# block 1

Block 1, cell classes on the final placement:
Drawn at 8 px/um.
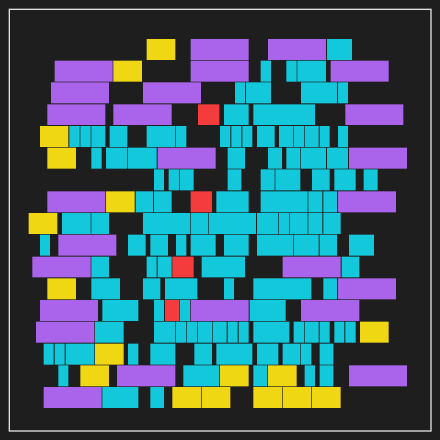

[src/rtl/rst_seq_defs.sv]
// rst_seq_defs: shared state encoding and widths
// for the reset sequencer slice.
package rst_seq_defs;

  typedef enum logic [1:0] {
    ST_HOLD    = 2'd0,
    ST_RELEASE = 2'd1,
    ST_DONE    = 2'd2,
    ST_FAULT   = 2'd3
  } state_t;

  localparam int IDX_W = 4;

endpackage

[src/rtl/rst_sequencer_if.sv]
// rst_sequencer_if: request/ready inputs and
// per-domain reset/status outputs of the sequencer.
interface rst_sequencer_if #(
  parameter int NUM_DOMAINS = 4
);
  import rst_seq_defs::*;

  logic                   in_sw_reset_req;
  logic [NUM_DOMAINS-1:0] in_domain_ready;
  logic [NUM_DOMAINS-1:0] out_domain_reset;
  logic                   out_all_released;
  logic                   out_busy;
  logic                   out_fault;
  logic [IDX_W-1:0]       out_fault_idx;

  modport master (
    input  in_sw_reset_req,
    input  in_domain_ready,
    output out_domain_reset,
    output out_all_released,
    output out_busy,
    output out_fault,
    output out_fault_idx
  );

  modport slave (
    output in_sw_reset_req,
    output in_domain_ready,
    input  out_domain_reset,
    input  out_all_released,
    input  out_busy,
    input  out_fault,
    input  out_fault_idx
  );

endinterface

[src/rtl/rst_seq_timer.sv]
// rst_seq_timer: up-counter with sync clear and
// a compare against a caller-supplied terminal.
module rst_seq_timer #(
  parameter int CNT_W = 8
) (
  input  logic             in_clk,
  input  logic             in_reset,
  input  logic             clear,
  input  logic             inc,
  input  logic [CNT_W-1:0] terminal,
  output logic [CNT_W-1:0] count,
  output logic             match
);

  // count up; exits of the owning FSM keep it below wrap
  always_ff @(posedge in_clk) begin
    if (in_reset || clear) begin
      count <= '0;
    end else if (inc) begin
      count <= count + CNT_W'(1);
    end
  end

  assign match = (count == terminal);

endmodule

[src/rtl/rst_sequencer.sv]
// rst_sequencer: holds all domains in reset, then
// releases them in index order gated by spacing/ready.
module rst_sequencer
  import rst_seq_defs::*;
#(
  parameter int NUM_DOMAINS    = 4,
  parameter int HOLD_CYCLES    = 16,
  parameter int STEP_CYCLES    = 8,
  parameter int TIMEOUT_CYCLES = 64,
  parameter int CNT_W          = 8
) (
  input logic             in_clk,
  input logic             in_reset,
  rst_sequencer_if.master bus
);

  localparam logic [IDX_W-1:0] LAST =
    IDX_W'(NUM_DOMAINS - 1);
  localparam logic [CNT_W-1:0] HOLD_T =
    CNT_W'(HOLD_CYCLES - 1);
  localparam logic [CNT_W-1:0] STEP_T =
    CNT_W'(STEP_CYCLES - 1);
  localparam logic [CNT_W-1:0] TOUT_T =
    CNT_W'(TIMEOUT_CYCLES - 1);

  state_t                 state_q, state_d;
  logic [IDX_W-1:0]       idx_q, idx_d;
  logic [NUM_DOMAINS-1:0] rst_q, rst_d;
  logic                   fault_q, fault_d;
  logic [IDX_W-1:0]       fidx_q, fidx_d;
  logic                   busy_q, busy_d;
  logic                   done_q, done_d;

  logic                   tmr_clr;
  logic                   tmr_inc;
  logic [CNT_W-1:0]       tmr_term;
  logic [CNT_W-1:0]       tmr_cnt;
  logic                   tmr_match;
  logic                   rdy_sel;
  logic                   step_ok;

  // HOLD counts to the hold length, RELEASE to timeout
  assign tmr_term = (state_q == ST_HOLD) ? HOLD_T
                                         : TOUT_T;
  assign step_ok  = (tmr_cnt >= STEP_T);

  rst_seq_timer #(
    .CNT_W (CNT_W)
  ) u_timer (
    .in_clk   (in_clk),
    .in_reset (in_reset),
    .clear    (tmr_clr),
    .inc      (tmr_inc),
    .terminal (tmr_term),
    .count    (tmr_cnt),
    .match    (tmr_match)
  );

  // select the ready ack of the domain being waited on
  always_comb begin
    rdy_sel = 1'b0;
    for (int i = 0; i < NUM_DOMAINS; i++) begin
      if (i == int'(idx_q)) begin
        rdy_sel = bus.in_domain_ready[i];
      end
    end
  end

  // state register; in_reset re-holds every domain
  always_ff @(posedge in_clk) begin
    if (in_reset) begin
      state_q <= ST_HOLD;
      idx_q   <= '0;
      rst_q   <= '1;
      fault_q <= 1'b0;
      fidx_q  <= '0;
      busy_q  <= 1'b1;
      done_q  <= 1'b0;
    end else begin
      state_q <= state_d;
      idx_q   <= idx_d;
      rst_q   <= rst_d;
      fault_q <= fault_d;
      fidx_q  <= fidx_d;
      busy_q  <= busy_d;
      done_q  <= done_d;
    end
  end

  // next state; a sw request beats any FSM progress
  always_comb begin
    state_d = state_q;
    idx_d   = idx_q;
    rst_d   = rst_q;
    fault_d = fault_q;
    fidx_d  = fidx_q;
    busy_d  = busy_q;
    done_d  = done_q;
    tmr_clr = 1'b0;
    tmr_inc = 1'b0;
    if (bus.in_sw_reset_req) begin
      state_d = ST_HOLD;
      idx_d   = '0;
      rst_d   = '1;
      fault_d = 1'b0;
      fidx_d  = '0;
      busy_d  = 1'b1;
      done_d  = 1'b0;
      tmr_clr = 1'b1;
    end else begin
      unique case (state_q)
        ST_HOLD: begin
          if (tmr_match) begin
            state_d  = ST_RELEASE;
            rst_d[0] = 1'b0;
            tmr_clr  = 1'b1;
          end else begin
            tmr_inc = 1'b1;
          end
        end
        ST_RELEASE: begin
          if (step_ok && rdy_sel) begin
            tmr_clr = 1'b1;
            if (idx_q == LAST) begin
              state_d = ST_DONE;
              busy_d  = 1'b0;
              done_d  = 1'b1;
            end else begin
              idx_d = idx_q + IDX_W'(1);
              for (int i = 0; i < NUM_DOMAINS; i++) begin
                if (i == int'(idx_q) + 1) begin
                  rst_d[i] = 1'b0;
                end
              end
            end
          end else if (tmr_match) begin
            state_d = ST_FAULT;
            rst_d   = '1;
            fault_d = 1'b1;
            fidx_d  = idx_q;
            busy_d  = 1'b0;
            done_d  = 1'b0;
            tmr_clr = 1'b1;
          end else begin
            tmr_inc = 1'b1;
          end
        end
        ST_DONE: begin
          state_d = ST_DONE;
        end
        ST_FAULT: begin
          state_d = ST_FAULT;
        end
        default: begin
          state_d = ST_HOLD;
        end
      endcase
    end
  end

  assign bus.out_domain_reset = rst_q;
  assign bus.out_all_released = done_q;
  assign bus.out_busy         = busy_q;
  assign bus.out_fault        = fault_q;
  assign bus.out_fault_idx    = fidx_q;

endmodule

[src/flat_wrapper.sv]
// flat-port wrapper written by rule: the top's interface ports become plain ports
module rst_sequencer_flat import rst_seq_defs::*;
#(
  parameter int NUM_DOMAINS    = 4,
  parameter int HOLD_CYCLES    = 16,
  parameter int STEP_CYCLES    = 8,
  parameter int TIMEOUT_CYCLES = 64,
  parameter int CNT_W          = 8
)
  (in_clk, in_reset, bus_in_sw_reset_req, bus_in_domain_ready, bus_out_domain_reset, bus_out_all_released, bus_out_busy, bus_out_fault, bus_out_fault_idx);
  rst_sequencer_if #(.NUM_DOMAINS(NUM_DOMAINS)) bus_i ();
  input logic in_clk;
  input logic in_reset;
  input wire logic [$bits(bus_i.in_sw_reset_req)-1:0] bus_in_sw_reset_req;
  input wire logic [$bits(bus_i.in_domain_ready)-1:0] bus_in_domain_ready;
  output wire logic [$bits(bus_i.out_domain_reset)-1:0] bus_out_domain_reset;
  output wire logic [$bits(bus_i.out_all_released)-1:0] bus_out_all_released;
  output wire logic [$bits(bus_i.out_busy)-1:0] bus_out_busy;
  output wire logic [$bits(bus_i.out_fault)-1:0] bus_out_fault;
  output wire logic [$bits(bus_i.out_fault_idx)-1:0] bus_out_fault_idx;
  assign bus_i.in_sw_reset_req = bus_in_sw_reset_req;
  assign bus_i.in_domain_ready = bus_in_domain_ready;
  assign bus_out_domain_reset = bus_i.out_domain_reset;
  assign bus_out_all_released = bus_i.out_all_released;
  assign bus_out_busy = bus_i.out_busy;
  assign bus_out_fault = bus_i.out_fault;
  assign bus_out_fault_idx = bus_i.out_fault_idx;
  rst_sequencer #(.NUM_DOMAINS(NUM_DOMAINS), .HOLD_CYCLES(HOLD_CYCLES), .STEP_CYCLES(STEP_CYCLES), .TIMEOUT_CYCLES(TIMEOUT_CYCLES), .CNT_W(CNT_W)) u_core (.in_clk(in_clk), .in_reset(in_reset), .bus(bus_i));
endmodule
[config.mk]
export PLATFORM = sky130hd
export DESIGN_NAME = rst_sequencer_flat
export DESIGN_NICKNAME = d
export VERILOG_FILES = /design/src/rtl/rst_seq_defs.sv /design/src/rtl/rst_sequencer_if.sv /design/src/rtl/rst_seq_timer.sv /design/src/rtl/rst_sequencer.sv /design/src/flat_wrapper.sv
export SDC_FILE = /design/constraint.sdc
export NUM_CORES = 1
export LEC_CHECK = 0
export ABC_CLOCK_PERIOD_IN_PS = 3950
export CAP_MARGIN = 20
export CORE_MARGIN = 2
export CORE_UTILIZATION = 55
export CTS_CLUSTER_SIZE = 16
export DETAILED_ROUTE_END_ITERATION = 16
export PLACE_DENSITY = 0.79
export SLEW_MARGIN = 20
export SYNTH_ARGS = -nofsm -noshare
export SYNTH_HDL_FRONTEND = slang
export SYNTH_SLANG_ARGS = --single-unit
[constraint.sdc]
create_clock -name in_clk -period 3.95 [get_ports in_clk]
set_clock_uncertainty 0.05 [all_clocks]
set_input_delay 0.79 -clock in_clk [delete_from_list [all_inputs] [get_ports in_clk]]
set_output_delay 0.79 -clock in_clk [all_outputs]
set_load 0.02 [all_outputs]
# block 2

## src/rtl/fetch_queue.sv

```systemverilog
// Circular instruction queue between fetch and decode: up to 2 enq / 2 deq per cycle; FETCH_QUEUE_BYPASS_EN lets an empty queue forward incoming slots.
// Latency: enqueued entries appear on D1/D2 the cycle after the edge that writes them (zero cycles from the inputs with bypass enabled).
// Backpressure: registered stall rises when occupancy exceeds DEPTH-4, leaving room for the bundle in flight; nothing is ever dropped.
module fetch_queue #(
  parameter int DEPTH = 8,
  parameter int PTR_W = $clog2(DEPTH)
) (
  input  logic             clk,
  input  logic             rst,
  input  logic             flush,
  input  logic [15:0]      I1,
  input  logic [15:0]      I2,
  input  logic             I1V,
  input  logic             I2V,
  input  logic             I1P,
  input  logic             I2P,
  input  logic [15:0]      I1PC,
  input  logic [15:0]      I2PC,
  output logic             stall,
  input  logic [1:0]       deq_cnt,
  output logic [15:0]      D1,
  output logic [15:0]      D2,
  output logic             D1V,
  output logic             D2V,
  output logic             D1P,
  output logic             D2P,
  output logic [15:0]      D1PC,
  output logic [15:0]      D2PC,
  output logic [PTR_W:0]   count
);

  typedef struct packed {
    logic [15:0] instr;
    logic [15:0] pc;
    logic        pred;
  } entry_t;

  localparam int CW = PTR_W + 1;
  localparam logic [CW-1:0] STALL_TH = CW'(DEPTH - 4);

  entry_t           mem [DEPTH];
  logic [PTR_W-1:0] rd_ptr;
  logic [PTR_W-1:0] wr_ptr;
  logic             new_bundle;

  entry_t      slot1, slot2, in0, in1, hd0, hd1, wq0, wq1;
  logic        wr_en1, wr_en2, in0_vld, in1_vld, hd0_vld, hd1_vld, wq0_vld, wq1_vld;
  logic        bypass;
  logic [1:0]  enq_n, deq_req, head_n, eff_deq, byp_n, wr_n, rd_adv;
  logic [CW-1:0] count_next;

  assign slot1 = '{instr: I1, pc: I1PC, pred: I1P};
  assign slot2 = '{instr: I2, pc: I2PC, pred: I2P};

  // A held bundle (new_bundle = 0) was already taken; I2 is dropped behind a predicted-taken I1.
  assign wr_en1 = new_bundle && I1V;
  assign wr_en2 = new_bundle && I2V && !(I1V && I1P);
  assign enq_n  = {1'b0, wr_en1} + {1'b0, wr_en2};

  // Compact the valid slots so the oldest incoming instruction is always in0.
  assign in0_vld = wr_en1 || wr_en2;
  assign in1_vld = wr_en1 && wr_en2;
  assign in0     = wr_en1 ? slot1 : slot2;
  assign in1     = slot2;

  assign deq_req = (deq_cnt == 2'd3) ? 2'd2 : deq_cnt;

`ifdef FETCH_QUEUE_BYPASS_EN
  assign bypass = (count == '0) && new_bundle;
`else
  assign bypass = 1'b0;
`endif

  always_comb begin
    hd0     = mem[rd_ptr];
    hd1     = mem[rd_ptr + PTR_W'(1)];
    hd0_vld = (count >= CW'(1));
    hd1_vld = (count >= CW'(2));
    if (bypass) begin
      hd0     = in0;
      hd1     = in1;
      hd0_vld = in0_vld;
      hd1_vld = in1_vld;
    end
    head_n  = {1'b0, hd0_vld} + {1'b0, hd1_vld};
    eff_deq = (deq_req > head_n) ? head_n : deq_req;
    byp_n   = bypass ? eff_deq : 2'd0;

    // Slots consumed straight off the inputs are never written.
    wq0     = in0;
    wq0_vld = in0_vld;
    wq1     = in1;
    wq1_vld = in1_vld;
    if (byp_n == 2'd1) begin
      wq0     = in1;
      wq0_vld = in1_vld;
      wq1_vld = 1'b0;
    end else if (byp_n == 2'd2) begin
      wq0_vld = 1'b0;
      wq1_vld = 1'b0;
    end
    wr_n   = enq_n - byp_n;
    rd_adv = eff_deq - byp_n;
  end

  assign count_next = count + CW'(enq_n) - CW'(eff_deq);

  assign D1V  = hd0_vld;
  assign D2V  = hd1_vld;
  assign D1   = hd0_vld ? hd0.instr : 16'h0;
  assign D2   = hd1_vld ? hd1.instr : 16'h0;
  assign D1PC = hd0_vld ? hd0.pc : 16'h0;
  assign D2PC = hd1_vld ? hd1.pc : 16'h0;
  assign D1P  = hd0_vld && hd0.pred;
  assign D2P  = hd1_vld && hd1.pred;

  always_ff @(posedge clk or posedge rst) begin
    if (rst) begin
      rd_ptr     <= '0;
      wr_ptr     <= '0;
      count      <= '0;
      stall      <= 1'b0;
      new_bundle <= 1'b0;
    end else if (flush) begin
      rd_ptr     <= '0;
      wr_ptr     <= '0;
      count      <= '0;
      stall      <= 1'b0;
      new_bundle <= 1'b0;
    end else begin
      rd_ptr     <= rd_ptr + PTR_W'(rd_adv);
      wr_ptr     <= wr_ptr + PTR_W'(wr_n);
      count      <= count_next;
      stall      <= (count_next > STALL_TH);
      new_bundle <= !stall;
    end
  end

  // Storage is not reset; D* are masked by the valid bits until entries are written.
  always_ff @(posedge clk) begin
    if (!flush) begin
      if (wq0_vld) mem[wr_ptr] <= wq0;
      if (wq1_vld) mem[wr_ptr + PTR_W'(1)] <= wq1;
    end
  end

endmodule

```

## config.mk

```make
export PLATFORM = sky130hd
export DESIGN_NAME = fetch_queue
export DESIGN_NICKNAME = d
export VERILOG_FILES = /design/src/rtl/fetch_queue.sv
export SDC_FILE = /design/constraint.sdc
export NUM_CORES = 1
export LEC_CHECK = 0
export CAP_MARGIN = 0
export CORE_ASPECT_RATIO = 0.8
export CORE_UTILIZATION = 50
export CTS_BUF_LIST = sky130_fd_sc_hd__clkbuf_16
export DETAILED_ROUTE_END_ITERATION = 12
export GPL_ROUTABILITY_DRIVEN = 0
export HOLD_SLACK_MARGIN = 0.1
export PLACE_DENSITY = 0.72
export SLEW_MARGIN = 20
export SYNTH_ARGS = -nofsm -noshare
export SYNTH_HDL_FRONTEND = slang
export SYNTH_SLANG_ARGS = --single-unit
```

## constraint.sdc

```tcl
create_clock -name clk -period 4.55 [get_ports clk]
set_input_delay 0.91 -clock clk [delete_from_list [all_inputs] [get_ports clk]]
set_output_delay 0.91 -clock clk [all_outputs]
set_load 0.03 [all_outputs]
```

# block 3

File: src/rtl/level_pkg.sv
// Shared level definitions and the saturate/wrap step function used by level_counter.
package level_pkg;

    localparam int unsigned LEVEL_W = 4;

    typedef logic [LEVEL_W-1:0] level_t;

    localparam level_t LEVEL_MAX = 4'd15;
    localparam level_t LEVEL_MIN = 4'd0;

    typedef enum logic [1:0] {
        CmdHold,
        CmdUp,
        CmdDown
    } cmd_e;

    // Next level for a command; at the limits either hold or wrap to the other end.
    function automatic level_t level_step(input level_t cur, input cmd_e cmd, input logic wrap);
        level_t nxt;
        nxt = cur;
        case (cmd)
            CmdUp: begin
                if (cur == LEVEL_MAX) begin
                    nxt = wrap ? LEVEL_MIN : cur;
                end else begin
                    nxt = cur + level_t'(1);
                end
            end
            CmdDown: begin
                if (cur == LEVEL_MIN) begin
                    nxt = wrap ? LEVEL_MAX : cur;
                end else begin
                    nxt = cur - level_t'(1);
                end
            end
            default: nxt = cur;
        endcase
        return nxt;
    endfunction

endpackage

File: src/rtl/level_counter_btn_debounce.sv
// One push-button path: two-flop synchroniser, stability-count debouncer and
// a registered one-cycle pulse on each debounced 0->1 transition.
module btn_debounce #(
    parameter int unsigned DEBOUNCE_CYCLES = 4
) (
    input  logic clk,
    input  logic rst,
    input  logic btn,
    output logic press
);

    localparam int unsigned CNT_W = (DEBOUNCE_CYCLES < 1) ? 1 : $clog2(DEBOUNCE_CYCLES + 1);
    localparam logic [CNT_W-1:0] CNT_LAST = CNT_W'(DEBOUNCE_CYCLES - 1);

    logic             sync1_q, sync2_q;
    logic [CNT_W-1:0] cnt_q, cnt_d;
    logic             deb_q, deb_d;
    logic             press_q, press_d;

    always_ff @(posedge clk or posedge rst) begin
        if (rst) begin
            sync1_q <= 1'b0;
            sync2_q <= 1'b0;
        end else begin
            sync1_q <= btn;
            sync2_q <= sync1_q;
        end
    end

    // The D-th consecutive differing sample flips the state, so the count tops out at D-1.
    always_comb begin
        cnt_d   = '0;
        deb_d   = deb_q;
        press_d = 1'b0;
        if (sync2_q != deb_q) begin
            if (cnt_q == CNT_LAST) begin
                deb_d   = ~deb_q;
                press_d = ~deb_q;
            end else begin
                cnt_d = cnt_q + CNT_W'(1);
            end
        end
    end

    always_ff @(posedge clk or posedge rst) begin
        if (rst) begin
            cnt_q   <= '0;
            deb_q   <= 1'b0;
            press_q <= 1'b0;
        end else begin
            cnt_q   <= cnt_d;
            deb_q   <= deb_d;
            press_q <= press_d;
        end
    end

    assign press = press_q;

endmodule

File: src/rtl/level_counter.sv
// Two debounced push-buttons step a registered 4-bit level up/down, saturating
// or wrapping at 0/15, with registered limit flags and a change pulse.
module level_counter
    import level_pkg::*;
#(
    parameter int unsigned DEBOUNCE_CYCLES = 4,
    parameter bit          WRAP            = 1'b0,
    parameter level_t      RESET_VALUE     = 4'd0
) (
    input  logic               clk,
    input  logic               rst,
    input  logic               btn_up,
    input  logic               btn_down,
    output logic [LEVEL_W-1:0] counter,
    output logic               at_max,
    output logic               at_min,
    output logic               step
);

    logic   up_press, down_press;
    cmd_e   cmd;
    level_t level_q, level_d;
    logic   step_q, step_d;
    logic   at_max_q, at_max_d;
    logic   at_min_q, at_min_d;

    btn_debounce #(
        .DEBOUNCE_CYCLES(DEBOUNCE_CYCLES)
    ) u_deb_up (
        .clk  (clk),
        .rst  (rst),
        .btn  (btn_up),
        .press(up_press)
    );

    btn_debounce #(
        .DEBOUNCE_CYCLES(DEBOUNCE_CYCLES)
    ) u_deb_down (
        .clk  (clk),
        .rst  (rst),
        .btn  (btn_down),
        .press(down_press)
    );

    // Presses on both buttons in the same cycle cancel out.
    always_comb begin
        cmd = CmdHold;
        if (up_press && !down_press) begin
            cmd = CmdUp;
        end else if (down_press && !up_press) begin
            cmd = CmdDown;
        end
    end

    always_comb begin
        level_d  = level_step(level_q, cmd, WRAP);
        step_d   = (level_d != level_q);
        at_max_d = (level_d == LEVEL_MAX);
        at_min_d = (level_d == LEVEL_MIN);
    end

    always_ff @(posedge clk or posedge rst) begin
        if (rst) begin
            level_q  <= RESET_VALUE;
            step_q   <= 1'b0;
            at_max_q <= (RESET_VALUE == LEVEL_MAX);
            at_min_q <= (RESET_VALUE == LEVEL_MIN);
        end else begin
            level_q  <= level_d;
            step_q   <= step_d;
            at_max_q <= at_max_d;
            at_min_q <= at_min_d;
        end
    end

    assign counter = level_q;
    assign step    = step_q;
    assign at_max  = at_max_q;
    assign at_min  = at_min_q;

endmodule

File: config.mk
export PLATFORM = sky130hd
export DESIGN_NAME = level_counter
export DESIGN_NICKNAME = d
export VERILOG_FILES = /design/src/rtl/level_pkg.sv /design/src/rtl/level_counter_btn_debounce.sv /design/src/rtl/level_counter.sv
export SDC_FILE = /design/constraint.sdc
export NUM_CORES = 1
export LEC_CHECK = 0
export ABC_AREA = 0
export ABC_CLOCK_PERIOD_IN_PS = 3100
export CELL_PAD_IN_SITES_DETAIL_PLACEMENT = 0
export CELL_PAD_IN_SITES_GLOBAL_PLACEMENT = 1
export CORE_AREA = 4 4 64 66
export CTS_CLUSTER_DIAMETER = 80
export DETAILED_ROUTE_END_ITERATION = 8
export DIE_AREA = 0 0 68 70
export PLACE_DENSITY_LB_ADDON = 0.3
export SKIP_LAST_GASP = 1
export SYNTH_ARGS = -nofsm -noshare
export SYNTH_HDL_FRONTEND = slang
export SYNTH_SLANG_ARGS = --single-unit
File: constraint.sdc
create_clock -name clk -period 3.1 [get_ports clk]
set_input_delay 0.62 -clock clk [delete_from_list [all_inputs] [get_ports clk]]
set_output_delay 0.62 -clock clk [all_outputs]
set_load 0.05 [all_outputs]
# block 4

## config.mk

```make
export PLATFORM = sky130hd
export DESIGN_NAME = issue_queue_data
export DESIGN_NICKNAME = d
export VERILOG_FILES = /design/src/rtl/issue_queue_data.sv
export SDC_FILE = /design/constraint.sdc
export NUM_CORES = 1
export LEC_CHECK = 0
export CAP_MARGIN = 20
export CORE_AREA = 2 2 260 262
export DETAILED_ROUTE_END_ITERATION = 16
export DIE_AREA = 0 0 262 264
export PLACE_DENSITY = 0.65
export RECOVER_POWER = 50
export SLEW_MARGIN = 25
export SYNTH_ARGS = -nofsm -noshare
export SYNTH_HDL_FRONTEND = slang
export SYNTH_SLANG_ARGS = --single-unit
```

## constraint.sdc

```tcl
create_clock -name clk -period 2.8 [get_ports clk]
set_input_delay 0.56 -clock clk [delete_from_list [all_inputs] [get_ports clk]]
set_output_delay 0.56 -clock clk [all_outputs]
set_load 0.1 [all_outputs]
```

## src/rtl/issue_queue_data.sv

```systemverilog
// Four-entry issue queue holding operand data, wakeup state and prediction info per entry.
// Dispatch captures into the lowest free slot; writeback wakes pending sources; flush drops everything.
module issue_queue_data (
  input  logic          clk,
  input  logic          resetn,
  input  logic          bco_valid,
  input  logic          d_valid,
  output logic          d_ready,
  input  logic [3:0]    d_src0_rob,
  input  logic          d_src0_rdy,
  input  logic [31:0]   d_src0_value,
  input  logic [3:0]    d_src1_rob,
  input  logic          d_src1_rdy,
  input  logic [31:0]   d_src1_value,
  input  logic [3:0]    d_dst_rob,
  input  logic          d_branch,
  input  logic          d_load,
  input  logic          d_store,
  input  logic          d_pipe_alu,
  input  logic          d_pipe_mul,
  input  logic          d_pipe_mem,
  input  logic          d_pipe_bru,
  input  logic [1:0]    d_bp_pattern,
  input  logic          d_bp_taken,
  input  logic          d_bp_hit,
  input  logic [31:0]   d_bp_target,
  input  logic          wb_valid,
  input  logic [3:0]    wb_rob,
  input  logic [31:0]   wb_value,
  input  logic [3:0]    i_en,
  output logic [3:0]    o_valid,
  output logic [15:0]   o_src0_rob,
  output logic [3:0]    o_src0_rdy,
  output logic [127:0]  o_src0_value,
  output logic [15:0]   o_src1_rob,
  output logic [3:0]    o_src1_rdy,
  output logic [127:0]  o_src1_value,
  output logic [15:0]   o_dst_rob,
  output logic [3:0]    o_branch,
  output logic [3:0]    o_load,
  output logic [3:0]    o_store,
  output logic [3:0]    o_pipe_alu,
  output logic [3:0]    o_pipe_mul,
  output logic [3:0]    o_pipe_mem,
  output logic [3:0]    o_pipe_bru,
  output logic [7:0]    o_bp_pattern,
  output logic [3:0]    o_bp_taken,
  output logic [3:0]    o_bp_hit,
  output logic [127:0]  o_bp_target,
  output logic [2:0]    o_count
);

  logic       dispatch;
  logic       release_any;
  logic [1:0] alloc_idx;
  logic [32:0] cap0;
  logic [32:0] cap1;

  // Operand capture at dispatch: {rdy, value}, with same-cycle writeback bypass.
  function automatic logic [32:0] capture(input logic [3:0] rob, input logic rdy,
                                          input logic [31:0] value);
    if (rdy)
      return {1'b1, value};
    else if (wb_valid && (wb_rob == rob))
      return {1'b1, wb_value};
    else
      return 33'd0;
  endfunction

  assign d_ready     = (o_count < 3'd4) && !bco_valid;
  assign dispatch    = d_valid && d_ready;
  assign release_any = |(i_en & o_valid);
  assign cap0        = capture(d_src0_rob, d_src0_rdy, d_src0_value);
  assign cap1        = capture(d_src1_rob, d_src1_rdy, d_src1_value);

  // Allocation sees pre-release occupancy, so a slot freed this cycle is not reused until next.
  always_comb begin
    alloc_idx = 2'd0;
    for (int k = 3; k >= 0; k--)
      if (!o_valid[k]) alloc_idx = k[1:0];
  end

  always_ff @(posedge clk or negedge resetn) begin
    if (!resetn) begin
      o_valid      <= '0;
      o_src0_rob   <= '0;
      o_src0_rdy   <= '0;
      o_src0_value <= '0;
      o_src1_rob   <= '0;
      o_src1_rdy   <= '0;
      o_src1_value <= '0;
      o_dst_rob    <= '0;
      o_branch     <= '0;
      o_load       <= '0;
      o_store      <= '0;
      o_pipe_alu   <= '0;
      o_pipe_mul   <= '0;
      o_pipe_mem   <= '0;
      o_pipe_bru   <= '0;
      o_bp_pattern <= '0;
      o_bp_taken   <= '0;
      o_bp_hit     <= '0;
      o_bp_target  <= '0;
      o_count      <= '0;
    end else if (bco_valid) begin
      o_valid <= '0;
      o_count <= '0;
    end else begin
      for (int k = 0; k < 4; k++) begin
        if (o_valid[k]) begin
          if (i_en[k]) begin
            o_valid[k] <= 1'b0;
          end else if (wb_valid) begin
            if (!o_src0_rdy[k] && (o_src0_rob[k*4 +: 4] == wb_rob)) begin
              o_src0_rdy[k]          <= 1'b1;
              o_src0_value[k*32 +: 32] <= wb_value;
            end
            if (!o_src1_rdy[k] && (o_src1_rob[k*4 +: 4] == wb_rob)) begin
              o_src1_rdy[k]          <= 1'b1;
              o_src1_value[k*32 +: 32] <= wb_value;
            end
          end
        end
      end
      // The allocated slot is invalid, so it never collides with release/wakeup above.
      if (dispatch) begin
        o_valid[alloc_idx]               <= 1'b1;
        o_src0_rob[alloc_idx*4 +: 4]     <= d_src0_rob;
        o_src0_rdy[alloc_idx]            <= cap0[32];
        o_src0_value[alloc_idx*32 +: 32] <= cap0[31:0];
        o_src1_rob[alloc_idx*4 +: 4]     <= d_src1_rob;
        o_src1_rdy[alloc_idx]            <= cap1[32];
        o_src1_value[alloc_idx*32 +: 32] <= cap1[31:0];
        o_dst_rob[alloc_idx*4 +: 4]      <= d_dst_rob;
        o_branch[alloc_idx]              <= d_branch;
        o_load[alloc_idx]                <= d_load;
        o_store[alloc_idx]               <= d_store;
        o_pipe_alu[alloc_idx]            <= d_pipe_alu;
        o_pipe_mul[alloc_idx]            <= d_pipe_mul;
        o_pipe_mem[alloc_idx]            <= d_pipe_mem;
        o_pipe_bru[alloc_idx]            <= d_pipe_bru;
        o_bp_pattern[alloc_idx*2 +: 2]   <= d_bp_pattern;
        o_bp_taken[alloc_idx]            <= d_bp_taken;
        o_bp_hit[alloc_idx]              <= d_bp_hit;
        o_bp_target[alloc_idx*32 +: 32]  <= d_bp_target;
      end
      o_count <= o_count + {2'b00, dispatch} - {2'b00, release_any};
    end
  end

endmodule

```

Block 4, cell classes on the final placement:
Drawn at 1.5 px/um.
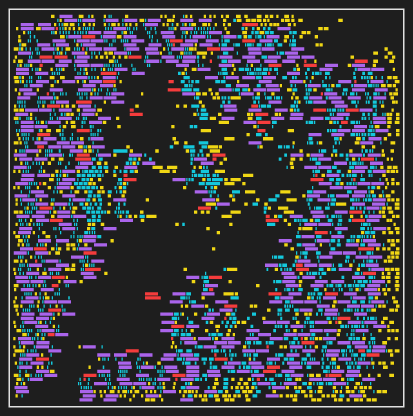
registers -> purple  # cells 491
remaining buffers and delay cells -> yellow  # cells 828
clock drivers and dummy loads -> red  # cells 100
remaining logic cells -> cyan  # cells 1572

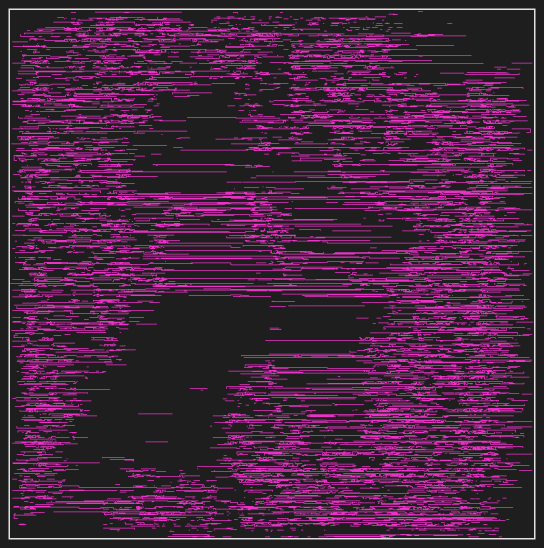
Block 4: met1 routing
Drawn at 2 px/um.
wire length on this layer = 39.2 mm
main direction = horizontal
nets with wire on the layer = 2734
longest straight run = 92.9 um
share of all routed wire = 39%

==> flow_summary.ini, block 4 <==
; physical design summary
[outcome]
outcome = complete, but fails checks
violations = hold timing, capacitance limit, slew limit

[worst_hold_path]
holdCritPathClass = primary input to async pin

[worst_setup_path]
timing.reg2reg.worst_path_depth = 6

[synth]
ys_top_cells_by_count = nand2_1 (823), dfrtp_1 (491), a221o_1 (123), clkbuf_1 (114), o21ai_0 (113)

[final_timing]
fmax_ghz = 0.384
timing.final.hold_violations = 40
hold-worst-slack_ns = -0.0274
slew_violations = 174

[clocking]
clock_latency_ns = 0.64
cts_tree = done

[run]
max_cap_violations = 5

[final_layout]
nFillCells = 6573
seq_cells = 491
post-route-util = 0.448

[die]
coreArea_um2 = 66600
==> block 4: state kept, by name, indices dropped and copies added, names as in the netlist <==
signal / flops
o_src0_value: 128
o_pipe_alu: 4
o_store: 4
o_src1_rob: 16
o_load: 4
o_bp_hit: 4
o_pipe_bru: 4
o_bp_target: 128
o_dst_rob: 16
o_src1_rdy: 4
o_branch: 4
o_src0_rob: 16
o_src0_rdy: 4
o_bp_pattern: 8
o_bp_taken: 4
o_src1_value: 128
o_count: 3
o_valid: 4
o_pipe_mul: 4
o_pipe_mem: 4
==> block 4: power by group <==
part           switching [uW]  internal (uW)  leakage, uW  total, uW
clock network            3220           4370     0.000928       7590
logic                   18200           3220      0.00698      21400
registers                1550           9080      0.00613      10600
total                   23000          16700       0.0140      39600
==> block 4: logic make-up after synthesis <==
family                   Yosys count  synth area share
AND-OR/OR-AND                    474             0.169
XOR/XNOR                          41            0.0166
adder cells (fa/ha/maj)            3           0.00208
buffers and inverters            215            0.0465
flip-flops                       491             0.567
multiplexers                      19           0.00878
AND/OR/NAND/NOR                 1020             0.190
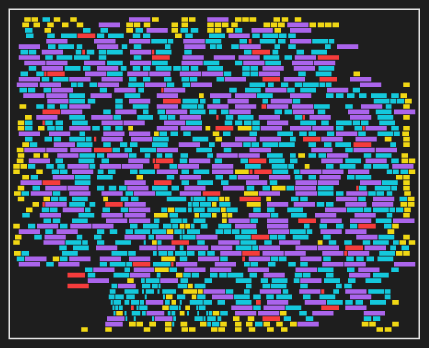
Block 2: cell classes on the final placement
Drawn at 2 px/um.
remaining logic cells -> cyan  # cells 594
remaining buffers and delay cells -> yellow  # cells 181
clock drivers and dummy loads -> red  # cells 54
registers -> purple  # cells 276

==> flow_summary.ini, block 2 <==
; physical design summary
[final_timing]
setup_viol = 0
clock_skew_ns = 0.00643
rsz0062_at_grt = no
worstMarginPinSlew_ns = 1.01
max_slew_margin = 0.325
slew_violations = 0

[power_and_ir_drop]
p_leak_uw = 0.00636
power.internal_uw = 6650
powerSeq_uw = 3010
maxPowerGroup = combinational cells

[worst_setup_path]
cp.depth = 7
critical_path.top_delay_family = buffers and inverters
reg2reg_to = stall$_DFF_PP0_
worstSetupStartpointType = flop
critPathRequiredTime_ns = 3.64
crit_path_end = D1PC[0]

[placement]
portBuffers = 145

[run]
warning_count = 32

[synth]
top_cell = mux2_2
yosys.area_share.aoi = 0.0419
yosys_area_um2 = 16400

[global_route]
grt.total_usage = 0.263
met1_usage = 0.358
first_global_vias = 10300
grt_max_degree = 134
grt_use_met3 = 0.0373

[route]
wl_met2_um = 21800

[final_layout]
final_common_cell = mux2_2

[outcome]
outcome = complete, no violations

[clocking]
clkSinkCount = 276
-- block 2: state kept, by name, summed over array words and instances, names as in the netlist --
signal	flops
mem	264
stall	1
rd_ptr	3
new_bundle	1
count	4
wr_ptr	3
-- block 2: area by class of cell --
cell class              count  area, um2
repair buffers            181       1830
inverters                  13       48.8
clock inverters            25        194
multi-input cells         581       7830
well taps                 420        526
clock buffers              29        726
flip-flops and latches    276       8240
fillers                  2351      12400
-- block 2: per-stage QoR --
| step | setup slack (ns) | cells | area, um2 | hold WS, ns | utilization |
|---|---|---|---|---|---|
| after CTS | 0.331 | 1525 | 19400 | 0.448 | 0.610 |
| after global routing | 0.251 | 1525 | 19400 | 0.458 | 0.610 |
| after global placement | 0.684 | 1471 | 18500 | 0.409 | 0.581 |
| final | 0.343 | 1525 | 19400 | 0.445 | 0.610 |
| after detailed placement | 0.572 | 1471 | 18500 | 0.439 | 0.581 |
| after floorplan | -0.188 | 944 | 16400 | 0.562 | - |
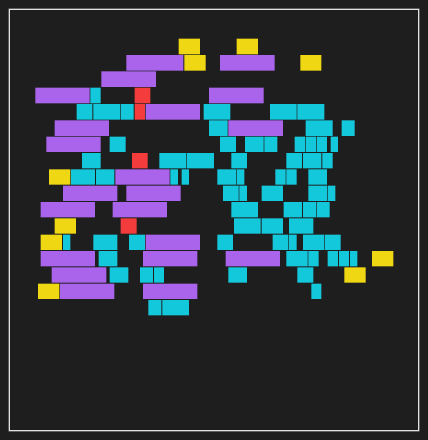
Block 3: cell classes on the final placement
Drawn at 6 px/um.
clock drivers and dummy loads -> red  # cells 4
remaining logic cells -> cyan  # cells 68
remaining buffers and delay cells -> yellow  # cells 10
registers -> purple  # cells 21

==> flow_summary.ini, block 3 <==
; physical design summary
[placement]
placed_cells = 147
portBuffers = 10
placedInstanceArea_um2 = 1210

[worst_setup_path]
cp_cell_sequence = clkdlybuf4s50_1
worstSetupEndpointType = output pin
critPathKind = flop to output pin
reg2reg_from = counter[0]$_DFF_PP0_

[synth]
ys.flop_type = dfrtp_1
ys_cells = 94

[route]
vias_per_cell = 4.77
wl_met3_um = 37
vias = 720
wl_per_cell_um = 11.8

[final_timing]
fin_ws_ns = 0.682
slew_violations = 0
timing.final.hold_violations = 0

[final_layout]
area.sequential_um2 = 527
seq_share = 0.425

[outcome]
outcome = complete, no violations

[global_route]
grt.total_usage = 0.0854

[worst_hold_path]
worstHoldStart = u_deb_up.sync1_q$_DFF_PP0_
worstHoldEndpoint = u_deb_up.sync2_q$_DFF_PP0_

[die]
dieArea_um2 = 4760

[power_and_ir_drop]
power.internal_uw = 418
p_clk_uw = 124
## block 3: registers in the layout, summed over array words and instances (netlist names)
signal and flops:
at_max 1, at_min 1, counter 4, step 1
u_deb_down.cnt_q 3, u_deb_down.deb_q 1, u_deb_down.press 1, u_deb_down.sync1_q 1
u_deb_down.sync2_q 1, u_deb_up.cnt_q 3, u_deb_up.deb_q 1, u_deb_up.press 1
u_deb_up.sync1_q 1, u_deb_up.sync2_q 1
## block 3: cells in the final DEF (no fill, tap or decap), types with 2 or more instances in the layout
cell type | Yosys | routed
dfrtp_1 | 20 | 20
clkdlybuf4s50_1 | 0 | 10
inv_1 | 6 | 6
ha_1 | 6 | 6
nor2b_1 | 5 | 5
nor3b_1 | 5 | 5
nor3_1 | 3 | 3
nand3_1 | 3 | 3
a21oi_1 | 3 | 3
clkbuf_4 | 0 | 3
mux2_2 | 2 | 2
xnor2_1 | 2 | 2
o211ai_2 | 2 | 2
nor2_1 | 2 | 2
nand3b_1 | 2 | 2
o21ai_0 | 2 | 2
o2bb2ai_1 | 2 | 2
and3b_1 | 2 | 2
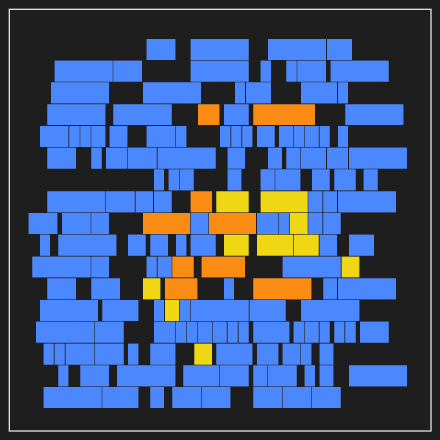
Block 1: cell sizes after repair
Drawn at 8 px/um.
x1 and smaller -> blue  # cells 142, share 88%
x3 and x4 -> orange  # cells 9, share 5.6%
x2 -> yellow  # cells 10, share 6.2%

## Picture notes: 'cell classes on the final placement' of block 1
clock drivers and dummy loads -> red  # cells 4
remaining logic cells -> cyan  # cells 115
remaining buffers and delay cells -> yellow  # cells 17
registers -> purple  # cells 25

==> flow_summary.ini, block 1 <==
; physical design summary
[outcome]
outcome = complete, no violations

[synth]
yosysUniqueCellTypes = 45
top_cell_area_share = 0.386
topCellsByArea = dfxtp_1 (39%), ha_1 (6.8%), nor2_1 (6.1%), mux2i_1 (3.9%), nand2_1 (2.9%)
synth_flops = 25
syn_inst = 142
yosys.area_share.aoi = 0.174
fp_nets = 156

[worst_setup_path]
critPathKind = primary input to flop
worstSetupEndpointType = flop
cp.depth = 7
rrSetupSlack_ns = 1.62

[final_layout]
nClkBuffers = 3
layout.cells.non_filler = 189
largest_cell_class = logic gates
comb_area_um2 = 764

[global_route]
antenna_found_initial = 0
busiest_layer = met2

[placement]
placedInstanceArea_um2 = 1490

[final_timing]
slew_violations = 0

[die]
dieArea_um2 = 2760
coreArea_um2 = 2210

[route]
vias = 1038
wl_met3_um = 58
drc_errors = 0

[clocking]
cts_made_buffers = 3
clock_latency_ns = 0.31

[worst_hold_path]
holdCritPathClass = flop to flop

[power_and_ir_drop]
irDropWorstVdd_mv = 0.206
[block 1: sequential cells by signal, indices dropped and copies added (netlist names)]
register,flops
u_core.bus.out_fault,1
u_core.u_timer.count,8
u_core.bus.out_busy,1
u_core.bus.out_fault_idx,4
u_core.idx_q,4
u_core.bus.out_all_released,1
u_core.bus.out_domain_reset,4
u_core.state_q,2
[block 1: worst min-delay path: cells and delay by family, from the launching register on]
kind            cells  cell delay, ns
flops               1            0.33
simple gates        1            0.05
compound gates      1            0.07
[block 1: cell usage in the layout (no fill, tap or decap), types with 2 or more instances in the layout]
master,instances
clkbuf_4,3
nand2_2,2
ha_1,7
and3_1,2
inv_1,6
nor2b_1,2
nand3_1,7
nand2_1,10
xor2_1,4
nand3b_1,2
o21ai_0,5
and2_1,2
mux2i_1,5
or2_2,2
nor2_1,21
nand4_1,4
a21oi_1,7
clkdlybuf4s50_1,17
nand2b_1,2
dfxtp_1,25
[block 1: kinds of logic after synthesis]
| kind of cell | Yosys count |
|---|---|
| buffers and inverters | 8 |
| adders and majority gates | 7 |
| DFF | 25 |
| and+or+nand+nor | 65 |
| muxes | 5 |
| xor gates and xnor gates | 5 |
| AOI/OAI and AO/OA | 27 |

==> screenshots <==
Track usage over the die.
picture 1
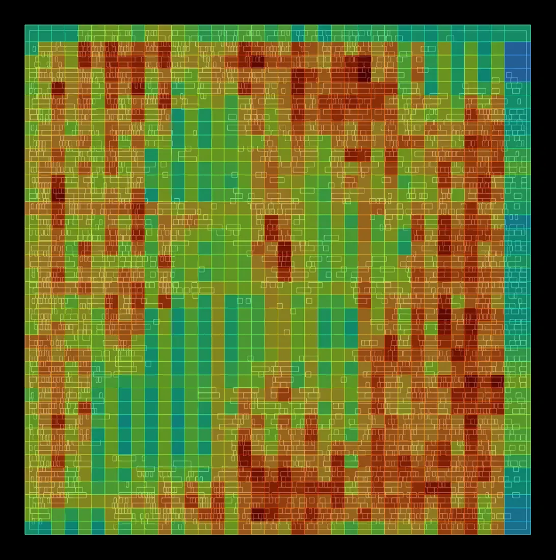
picture 2
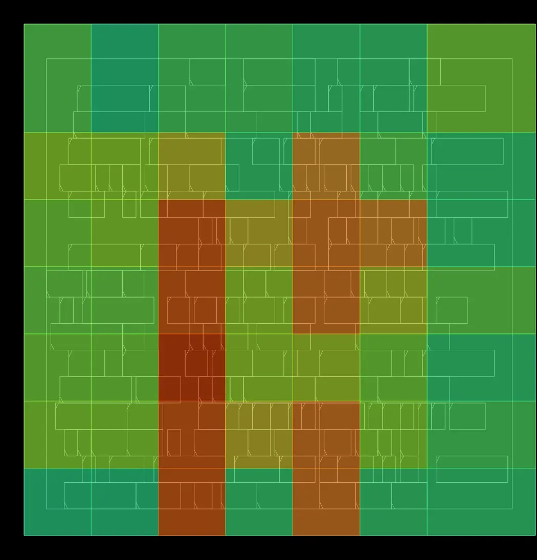
picture 3
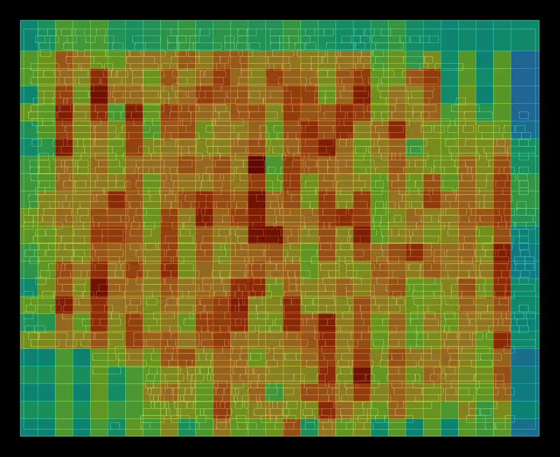
Picture 1 is block 4.
Picture 2 is block 1.
Picture 3 is block 2.
The one with the least wire per cell is picture 2.
The one with the lowest track usage is picture 2.



==> layout pictures side by side <==
Met1 routing.
shot_01.png
Drawn at 10 px/um.
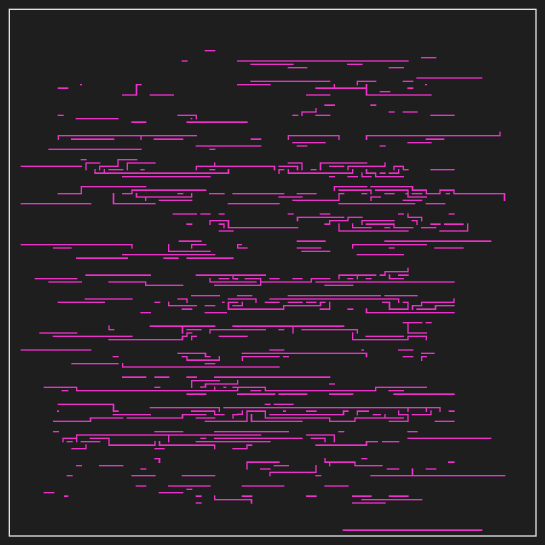
shot_02.png
Drawn at 2 px/um.
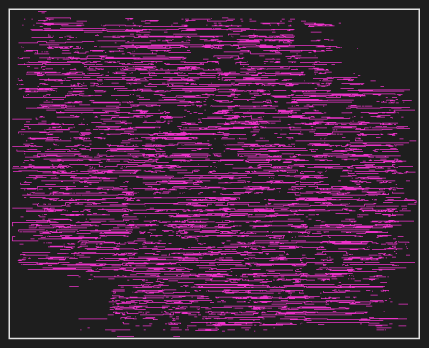
shot_03.png
Drawn at 6 px/um.
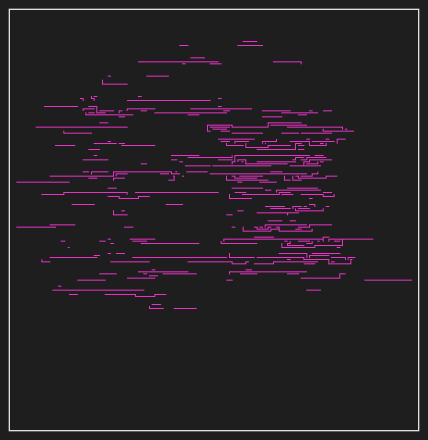
shot_01.png: block 1
shot_03.png: block 3
shot_02.png: block 2
Of these, largest die: shot_02.png
Of these, smallest die: shot_01.png

Key to shot_02.png:
main direction = horizontal
share of all routed wire = 41%
nets with wire on the layer = 1098
wire length on this layer = 17900 um


==> gallery <==
Layout detail.
panel A
Window x 1 to 26, y 27 to 52 um. Cells in gray, sequential cells in the stronger gray; small squares are vias.
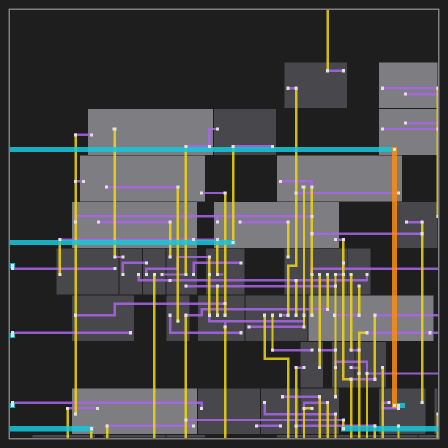
panel B
Window x 4 to 29, y 40 to 65 um. Cells in gray, sequential cells in the stronger gray; small squares are vias.
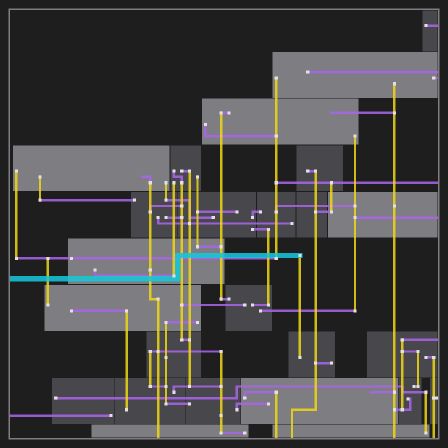
panel C
Window x 53 to 78, y 186 to 211 um. Cells in gray, sequential cells in the stronger gray; small squares are vias.
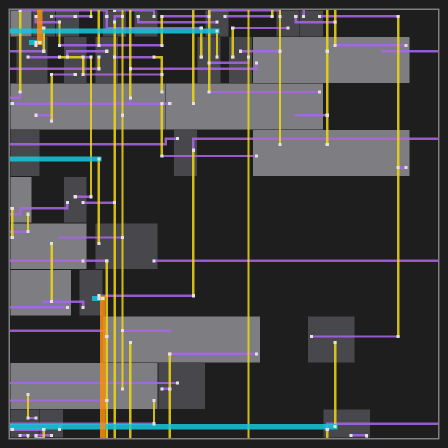
panel D
Window x 39 to 64, y 110 to 135 um. Cells in gray, sequential cells in the stronger gray; small squares are vias.
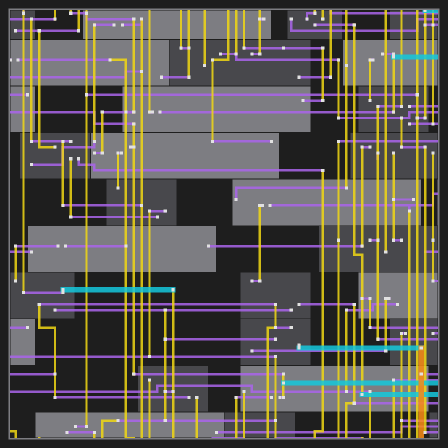
Panel C comes from block 4.
Panel D comes from block 2.
Panel A comes from block 1.
Panel B comes from block 3.

Key to panel D:
M2 -> yellow
M4 -> orange
M1 -> purple
M3 -> cyan
most frequent = mux2_2 (9), edfxtp_1 (9), mux4_2 (3)
sequential cells in the window = 9
netlist names of flops here include = mem (9)
cells with their middle in the window = 22

Power and IR drop assume default switching activity.
